######## countdown_timer_bank ########
countdown_timer_bank/util_map.png
10 x 10 tiles, from white (low) to dark blue (high), 0 to 100% covered.
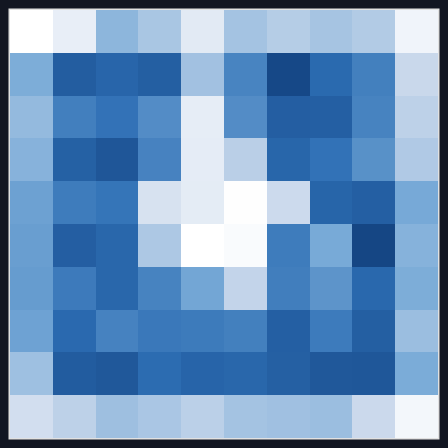

[src/rtl/countdown_timer_bank.sv]
// countdown_timer_bank
//   A bank of CHANNELS independent programmable down-counters that share one
//   prescaled tick. Each channel can be loaded, started, paused and cleared,
//   and runs either one-shot or periodic (auto-reload). On expiry a channel
//   raises a one-cycle done_pulse and sets a sticky done flag.
// Ports
//   Clk, Reset   clock, asynchronous active-high reset
//   load         per channel: count<=seed, reload<=seed, done<=0, go IDLE
//   seed         channel i at [i*WIDTH +: WIDTH]
//   start        per channel run / resume request
//   stop         per channel pause request
//   periodic     per channel mode, 1 = auto-reload (sampled at expiry)
//   clear_done   per channel clear of sticky done (an expiry in the same cycle wins)
//   count        current count, channel i at [i*WIDTH +: WIDTH]
//   busy         channel is running
//   done_pulse   one-cycle expiry strobe
//   done         sticky expiry flag
//   any_done     OR of done
module countdown_timer_bank #(
  parameter int unsigned WIDTH    = 8,
  parameter int unsigned CHANNELS = 4,
  parameter int unsigned PRESCALE = 1
) (
  input  logic                         Clk,
  input  logic                         Reset,
  input  logic [CHANNELS-1:0]          load,
  input  logic [CHANNELS*WIDTH-1:0]    seed,
  input  logic [CHANNELS-1:0]          start,
  input  logic [CHANNELS-1:0]          stop,
  input  logic [CHANNELS-1:0]          periodic,
  input  logic [CHANNELS-1:0]          clear_done,
  output logic [CHANNELS*WIDTH-1:0]    count,
  output logic [CHANNELS-1:0]          busy,
  output logic [CHANNELS-1:0]          done_pulse,
  output logic [CHANNELS-1:0]          done,
  output logic                         any_done
);

  localparam int unsigned PW = (PRESCALE > 1) ? $clog2(PRESCALE) : 1;

  typedef enum logic [1:0] {
    ST_IDLE    = 2'd0,
    ST_RUN     = 2'd1,
    ST_EXPIRED = 2'd2
  } state_e;

  logic [PW-1:0]       pre_q, pre_d;
  logic                tick_c;

  state_e              state_q  [CHANNELS];
  state_e              state_d  [CHANNELS];
  logic [WIDTH-1:0]    count_q  [CHANNELS];
  logic [WIDTH-1:0]    count_d  [CHANNELS];
  logic [WIDTH-1:0]    reload_q [CHANNELS];
  logic [WIDTH-1:0]    reload_d [CHANNELS];
  logic [CHANNELS-1:0] done_q, done_d;
  logic [CHANNELS-1:0] pulse_q, pulse_d;
  logic [CHANNELS-1:0] busy_q, busy_d;

  // Shared free-running prescaler; tick on the last phase of each period.
  always_comb begin
    tick_c = (pre_q == PW'(PRESCALE - 1));
    pre_d  = tick_c ? '0 : pre_q + PW'(1);
  end

  always_ff @(posedge Clk or posedge Reset) begin
    if (Reset) begin
      pre_q <= '0;
    end else begin
      pre_q <= pre_d;
    end
  end

  // Per-channel next state: load > stop > start, then tick-driven counting.
  always_comb begin
    done_d  = done_q;
    pulse_d = '0;
    busy_d  = '0;
    for (int i = 0; i < CHANNELS; i++) begin
      state_d[i]  = state_q[i];
      count_d[i]  = count_q[i];
      reload_d[i] = reload_q[i];

      if (load[i]) begin
        count_d[i]  = seed[i*WIDTH +: WIDTH];
        reload_d[i] = seed[i*WIDTH +: WIDTH];
        done_d[i]   = 1'b0;
        state_d[i]  = ST_IDLE;
      end else if (stop[i]) begin
        // Pause: count is held, a coincident tick is dropped.
        state_d[i] = ST_IDLE;
      end else begin
        unique case (state_q[i])
          ST_IDLE: begin
            if (start[i]) state_d[i] = ST_RUN;
          end
          ST_RUN: begin
            if (tick_c) begin
              if (count_q[i] != '0) begin
                count_d[i] = count_q[i] - WIDTH'(1);
              end else begin
                // Expiry: count never wraps below zero.
                pulse_d[i] = 1'b1;
                done_d[i]  = 1'b1;
                if (periodic[i]) count_d[i] = reload_q[i];
                else             state_d[i] = ST_EXPIRED;
              end
            end
          end
          ST_EXPIRED: begin
            if (start[i]) begin
              count_d[i] = reload_q[i];
              state_d[i] = ST_RUN;
            end
          end
          default: state_d[i] = ST_IDLE;
        endcase
      end

      // A same-cycle expiry beats clear_done.
      if (clear_done[i] && !pulse_d[i]) done_d[i] = 1'b0;

      busy_d[i] = (state_d[i] == ST_RUN);
    end
  end

  always_ff @(posedge Clk or posedge Reset) begin
    if (Reset) begin
      for (int i = 0; i < CHANNELS; i++) begin
        state_q[i]  <= ST_IDLE;
        count_q[i]  <= '0;
        reload_q[i] <= '0;
      end
      done_q  <= '0;
      pulse_q <= '0;
      busy_q  <= '0;
    end else begin
      for (int i = 0; i < CHANNELS; i++) begin
        state_q[i]  <= state_d[i];
        count_q[i]  <= count_d[i];
        reload_q[i] <= reload_d[i];
      end
      done_q  <= done_d;
      pulse_q <= pulse_d;
      busy_q  <= busy_d;
    end
  end

  genvar g;
  for (g = 0; g < CHANNELS; g++) begin : g_count
    assign count[g*WIDTH +: WIDTH] = count_q[g];
  end

  assign busy       = busy_q;
  assign done_pulse = pulse_q;
  assign done       = done_q;
  assign any_done   = |done_q;

endmodule

[config.mk]
export PLATFORM = sky130hd
export DESIGN_NAME = countdown_timer_bank
export DESIGN_NICKNAME = d
export VERILOG_FILES = /design/src/rtl/countdown_timer_bank.sv
export SDC_FILE = /design/constraint.sdc
export NUM_CORES = 1
export LEC_CHECK = 0
export CORE_MARGIN = 3
export CORE_UTILIZATION = 47
export CTS_BUF_LIST = sky130_fd_sc_hd__clkbuf_2 sky130_fd_sc_hd__clkbuf_4 sky130_fd_sc_hd__clkbuf_8
export DETAILED_ROUTE_END_ITERATION = 8
export HOLD_SLACK_MARGIN = 0.03
export PLACE_DENSITY = 0.86
export SYNTH_ARGS = -nofsm -noshare
export SYNTH_HDL_FRONTEND = slang
export SYNTH_SLANG_ARGS = --single-unit
export TNS_END_PERCENT = 20
[constraint.sdc]
create_clock -name Clk -period 2.66 [get_ports Clk]
set_clock_uncertainty 0.1 [all_clocks]
set_input_delay 0.399 -clock Clk [delete_from_list [all_inputs] [get_ports Clk]]
set_output_delay 0.399 -clock Clk [all_outputs]
set_load 0.01 [all_outputs]
######## pe_array_drain ########
File: config.mk
export PLATFORM = sky130hd
export DESIGN_NAME = pe_array_drain
export DESIGN_NICKNAME = d
export VERILOG_FILES = /design/src/rtl/pe_array_drain.sv
export SDC_FILE = /design/constraint.sdc
export NUM_CORES = 1
export LEC_CHECK = 0
export ABC_AREA = 0
export CAP_MARGIN = 20
export CORE_MARGIN = 2
export CORE_UTILIZATION = 40
export CTS_CLUSTER_DIAMETER = 80
export DETAILED_ROUTE_END_ITERATION = 8
export GPL_ROUTABILITY_DRIVEN = 0
export PLACE_DENSITY = 0.68
export RECOVER_POWER = 100
export SYNTH_ARGS = -nofsm -noshare
export SYNTH_HDL_FRONTEND = slang
export SYNTH_SLANG_ARGS = --single-unit
File: constraint.sdc
create_clock -name clk -period 36 [get_ports clk]
set_input_delay 7.2 -clock clk [delete_from_list [all_inputs] [get_ports clk]]
set_output_delay 7.2 -clock clk [all_outputs]
set_load 0.01 [all_outputs]
File: src/rtl/pe_array_drain.sv
// Result drain for the PE array: snapshots ROWS x COLS results and streams them row-major, LANES values per beat.
// Latency: beat 0 is presented the cycle after the capture handshake, then one beat per cycle while out_ready is high.
// Backpressure: out_ready low freezes the beat and holds cap_ready low; a capture is accepted only when idle or on the last-beat handshake.
//
// Ports:
//   clk, rst                 clock (rising edge) and asynchronous active-high reset
//   cap_valid / cap_ready    capture handshake; array_in is latched into the shadow register on it
//   array_in                 packed array result, element (r,c) at [(r*COLS+c)*DW +: DW]
//   out_valid / out_ready    output beat handshake
//   out_data                 lane k = element (out_row, out_col_base+k)
//   out_row, out_col_base    position of the current beat in the array
//   out_last                 current beat is the final beat of the frame
//   frames_done              count of fully drained frames, wraps modulo 256
module pe_array_drain #(
  parameter int ROWS  = 2,
  parameter int COLS  = 16,
  parameter int DW    = 16,
  parameter int LANES = 4   // COLS must be a multiple of LANES
) (
  input  logic                      clk,
  input  logic                      rst,
  input  logic                      cap_valid,
  output logic                      cap_ready,
  input  logic [ROWS*COLS*DW-1:0]   array_in,
  output logic                      out_valid,
  input  logic                      out_ready,
  output logic [LANES*DW-1:0]       out_data,
  output logic [$clog2(ROWS)-1:0]   out_row,
  output logic [$clog2(COLS)-1:0]   out_col_base,
  output logic                      out_last,
  output logic [7:0]                frames_done
);

  localparam int BEATS = ROWS * COLS / LANES;
  localparam int BPR   = COLS / LANES;              // beats per row
  localparam int BW    = (BEATS > 1) ? $clog2(BEATS) : 1;
  localparam int RW    = $clog2(ROWS);
  localparam int CW    = $clog2(COLS);
  localparam logic [BW-1:0] LAST_BEAT = BW'(BEATS - 1);

  typedef enum logic {
    IDLE = 1'b0,
    SEND = 1'b1
  } state_t;

  state_t                    state_q, state_d;
  logic [ROWS*COLS*DW-1:0]   shadow_q;
  logic [BW-1:0]             beat_q;
  logic                      load;       // capture handshake this cycle
  logic                      advance;    // non-last beat accepted
  logic                      frame_end;  // last beat accepted
  logic                      at_last;
  int                        beat_i;

  assign at_last = (beat_q == LAST_BEAT);

  // Next-state and handshake decode.
  always_comb begin
    state_d   = state_q;
    cap_ready = 1'b0;
    out_valid = 1'b0;
    out_last  = 1'b0;
    load      = 1'b0;
    advance   = 1'b0;
    frame_end = 1'b0;
    case (state_q)
      IDLE: begin
        cap_ready = 1'b1;
        if (cap_valid) begin
          load    = 1'b1;
          state_d = SEND;
        end
      end
      SEND: begin
        out_valid = 1'b1;
        out_last  = at_last;
        if (out_ready) begin
          if (at_last) begin
            // The shadow is free once its final beat leaves, so a waiting
            // frame is taken in the same cycle and streaming continues gaplessly.
            frame_end = 1'b1;
            cap_ready = 1'b1;
            if (cap_valid) begin
              load = 1'b1;
            end else begin
              state_d = IDLE;
            end
          end else begin
            advance = 1'b1;
          end
        end
      end
      default: begin
        state_d = IDLE;
      end
    endcase
  end

  // Row-major ordering means beat b is simply the b-th LANES*DW slice of the shadow.
  always_comb begin
    beat_i       = int'(beat_q);
    out_row      = RW'(beat_i / BPR);
    out_col_base = CW'((beat_i % BPR) * LANES);
    out_data     = shadow_q[beat_i*LANES*DW +: LANES*DW];
  end

  always_ff @(posedge clk or posedge rst) begin
    if (rst) begin
      state_q     <= IDLE;
      shadow_q    <= '0;
      beat_q      <= '0;
      frames_done <= 8'd0;
    end else begin
      state_q <= state_d;
      if (load) begin
        shadow_q <= array_in;
        beat_q   <= '0;
      end else if (advance) begin
        beat_q <= beat_q + 1'b1;
      end else if (frame_end) begin
        beat_q <= '0;
      end
      if (frame_end) begin
        frames_done <= frames_done + 8'd1;
      end
    end
  end

endmodule


==> screenshots <==
Track usage over the die.
panel A
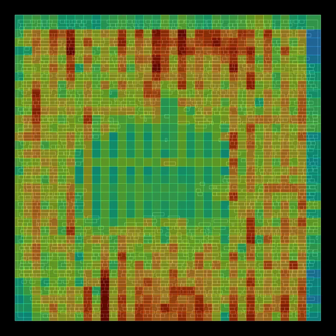
panel B
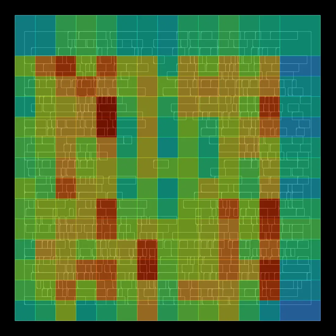
panel B: countdown_timer_bank
panel A: pe_array_drain
Of these, highest utilization: panel B

pe_array_drain/layers.png
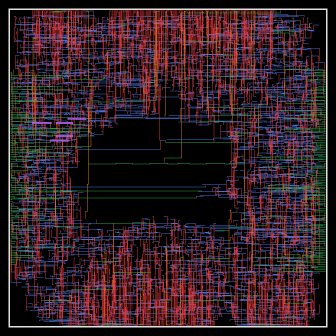
color	layer	wire length
red	M2	31.3 mm
purple	M5	64.4 µm
orange	M4	2020 µm
green	M3	4760 µm
blue	M1	24.5 mm

==> flow_results.xml, pe_array_drain <==
<?xml version="1.0" encoding="UTF-8"?>
<metrics>
  <group name="outcome">
    <metric name="result_of_the_run" unit="">finished, violations left</metric>
    <metric name="violations_in_the_final_reports" unit="">capacitance limit, slew limit</metric>
  </group>
  <group name="synth">
    <metric name="ys_seq_share" unit="">0.559</metric>
    <metric name="async_reset_ff_frac" unit="">1.00</metric>
    <metric name="synthDistinctLibCells" unit="">27</metric>
    <metric name="netlist_instances" unit="">1358</metric>
    <metric name="yosys.area.top_type_share" unit="">0.559</metric>
  </group>
  <group name="timing">
    <metric name="timing.final.crit_period" unit="ps">21970</metric>
    <metric name="count_of_pins_over_their_slew_limit" unit="">1223</metric>
    <metric name="setup_tns" unit="ps">0</metric>
    <metric name="grt_setup_unrepaired" unit="">no</metric>
    <metric name="timing.max_slew.rel_slack" unit="">-4.93</metric>
  </group>
  <group name="grt">
    <metric name="global_route.usage.met1" unit="">0.251</metric>
  </group>
  <group name="floorplanning">
    <metric name="core_area" unit="µm²">57800</metric>
    <metric name="horiz_die_dim" unit="µm">246</metric>
    <metric name="floorplan.core_util" unit="">0.406</metric>
    <metric name="die-height" unit="µm">246</metric>
  </group>
  <group name="clocking">
    <metric name="numCtsBuffers" unit="">57</metric>
  </group>
  <group name="finish">
    <metric name="comb_area_frac" unit="">0.303</metric>
    <metric name="layout.core_utilization" unit="">0.549</metric>
    <metric name="sequential_cell_area" unit="µm²">13100</metric>
    <metric name="num-nonclk-inverters" unit="">3</metric>
  </group>
  <group name="routing">
    <metric name="top_signal_layer_used" unit="">met5</metric>
    <metric name="drt_first_iter_violations" unit="">622</metric>
    <metric name="dr_wl_met2" unit="mm">31.3</metric>
  </group>
  <group name="flow_run">
    <metric name="cap_violations" unit="">16</metric>
  </group>
  <group name="pwr">
    <metric name="net_switching_power" unit="mW">0.736</metric>
  </group>
  <group name="placed_design">
    <metric name="postPlaceCellArea" unit="µm²">29800</metric>
  </group>
  <group name="setup_path">
    <metric name="worst_reg2reg_path_startpoint" unit="">beat_q[2]</metric>
  </group>
</metrics>
pe_array_drain: logic make-up after synthesis:
family | synth area share
AND-OR/OR-AND | 0.00149
flip-flops | 0.559
XOR/XNOR | 0.00261
buffers and inverters | 0.0301
AND/OR/NAND/NOR | 0.00326
other | 0.000160
adder cells (fa/ha/maj) | 0.00213
multiplexers | 0.401
pe_array_drain: flip-flops by register name, indices dropped and copies added (netlist names):
signal       flops
beat_q           3
frames_done      8
shadow_q       512
state_q          1
countdown_timer_bank/layers.png
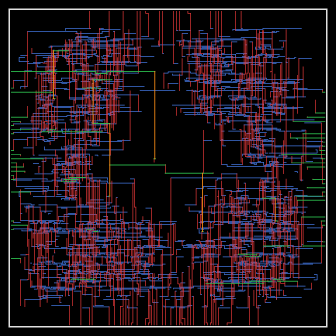
color	layer	wire length
green	M3	403 µm
blue	M1	4590 µm
orange	M4	109 µm
red	M2	5500 µm

## Picture notes: countdown_timer_bank/util_map.png
fullest tile	91%
nearly empty tiles	3.0%
emptiest ninth of the die	center
tiles over 75% full	28%
mean over tiles	53%

==> flow_results.xml, countdown_timer_bank <==
<?xml version="1.0" encoding="UTF-8"?>
<metrics>
  <group name="finish">
    <metric name="finish.net_count" unit="">622</metric>
    <metric name="clock_tree_area_fraction" unit="">0.0328</metric>
    <metric name="fin_cells" unit="">694</metric>
  </group>
  <group name="timing">
    <metric name="report.final.setup_viol" unit="">0</metric>
    <metric name="count_of_pins_over_their_slew_limit" unit="">0</metric>
    <metric name="post_layout_worst_setup_margin" unit="ps">142</metric>
    <metric name="hold_slack" unit="ps">267</metric>
  </group>
  <group name="routing">
    <metric name="routedLengthMet1" unit="mm">4.59</metric>
    <metric name="total_wire_length" unit="mm">10.6</metric>
    <metric name="vias_per_cell" unit="">5.54</metric>
  </group>
  <group name="clocking">
    <metric name="clk_root_buffer_cell" unit="">clkbuf_8</metric>
  </group>
  <group name="setup_path">
    <metric name="worst-path-buf-inv" unit="">1</metric>
    <metric name="cp-endpoint" unit="">count[15]</metric>
    <metric name="cpLargestDelayFamily" unit="">simple AND/OR/NAND/NOR gates</metric>
  </group>
  <group name="outcome">
    <metric name="result_of_the_run" unit="">finished, final reports clean</metric>
  </group>
  <group name="synth">
    <metric name="ys.warnings.count" unit="">0</metric>
    <metric name="async_reset_ff_frac" unit="">1.00</metric>
  </group>
  <group name="grt">
    <metric name="grt_pass1_wl" unit="mm">17.4</metric>
  </group>
  <group name="floorplanning">
    <metric name="die-height" unit="µm">103</metric>
    <metric name="floorplan.core_util" unit="">0.497</metric>
  </group>
  <group name="pwr">
    <metric name="cell_internal_pwr" unit="mW">2.19</metric>
  </group>
  <group name="placed_design">
    <metric name="pre_cts_ws" unit="ps">101</metric>
  </group>
</metrics>
==> countdown_timer_bank: power by group through the flow <==
| stage | sequential [mW] | combinational [mW] | clock, mW |
|---|---|---|---|
| 3_3_place_gp | 1.54 | 0.662 | 0 |
| 2_1_floorplan | 1.54 | 0.348 | 0 |
| 5_1_grt | 1.54 | 0.756 | 0.971 |
| 3_5_place_dp | 1.54 | 0.685 | 0 |
| 4_1_cts | 1.52 | 0.689 | 0.922 |
| 6_report | 1.52 | 0.684 | 0.902 |


==> notes/layouts.md <==
Pictures saved along the way, in no particular order.

The metal 2 layer.
image #1
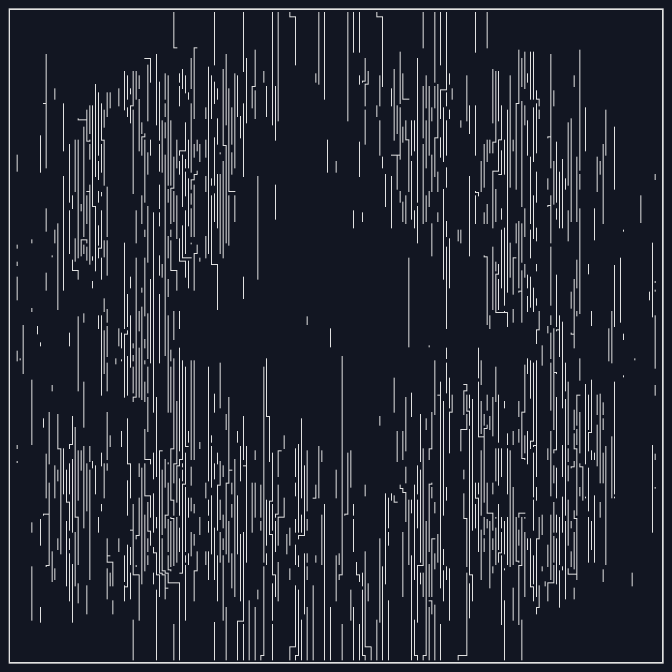
image #2
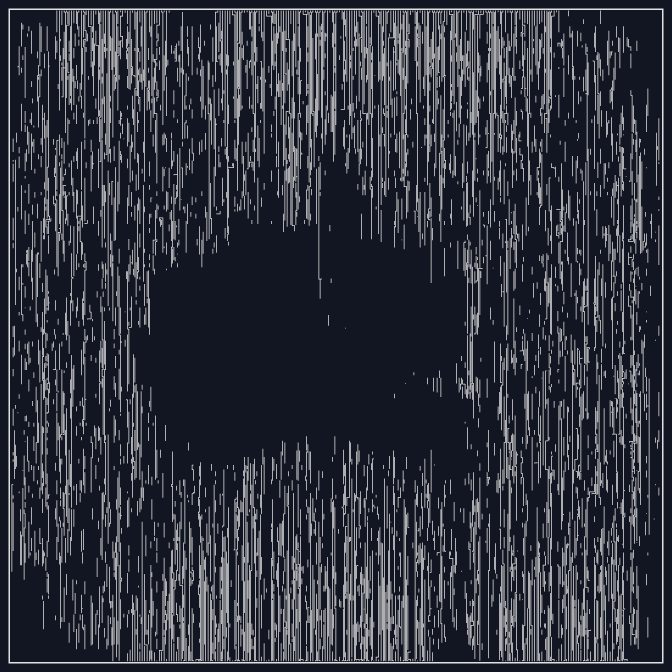
Image #1 is countdown_timer_bank.
Image #2 is pe_array_drain.

Power is estimated from default activity; no workload was simulated.
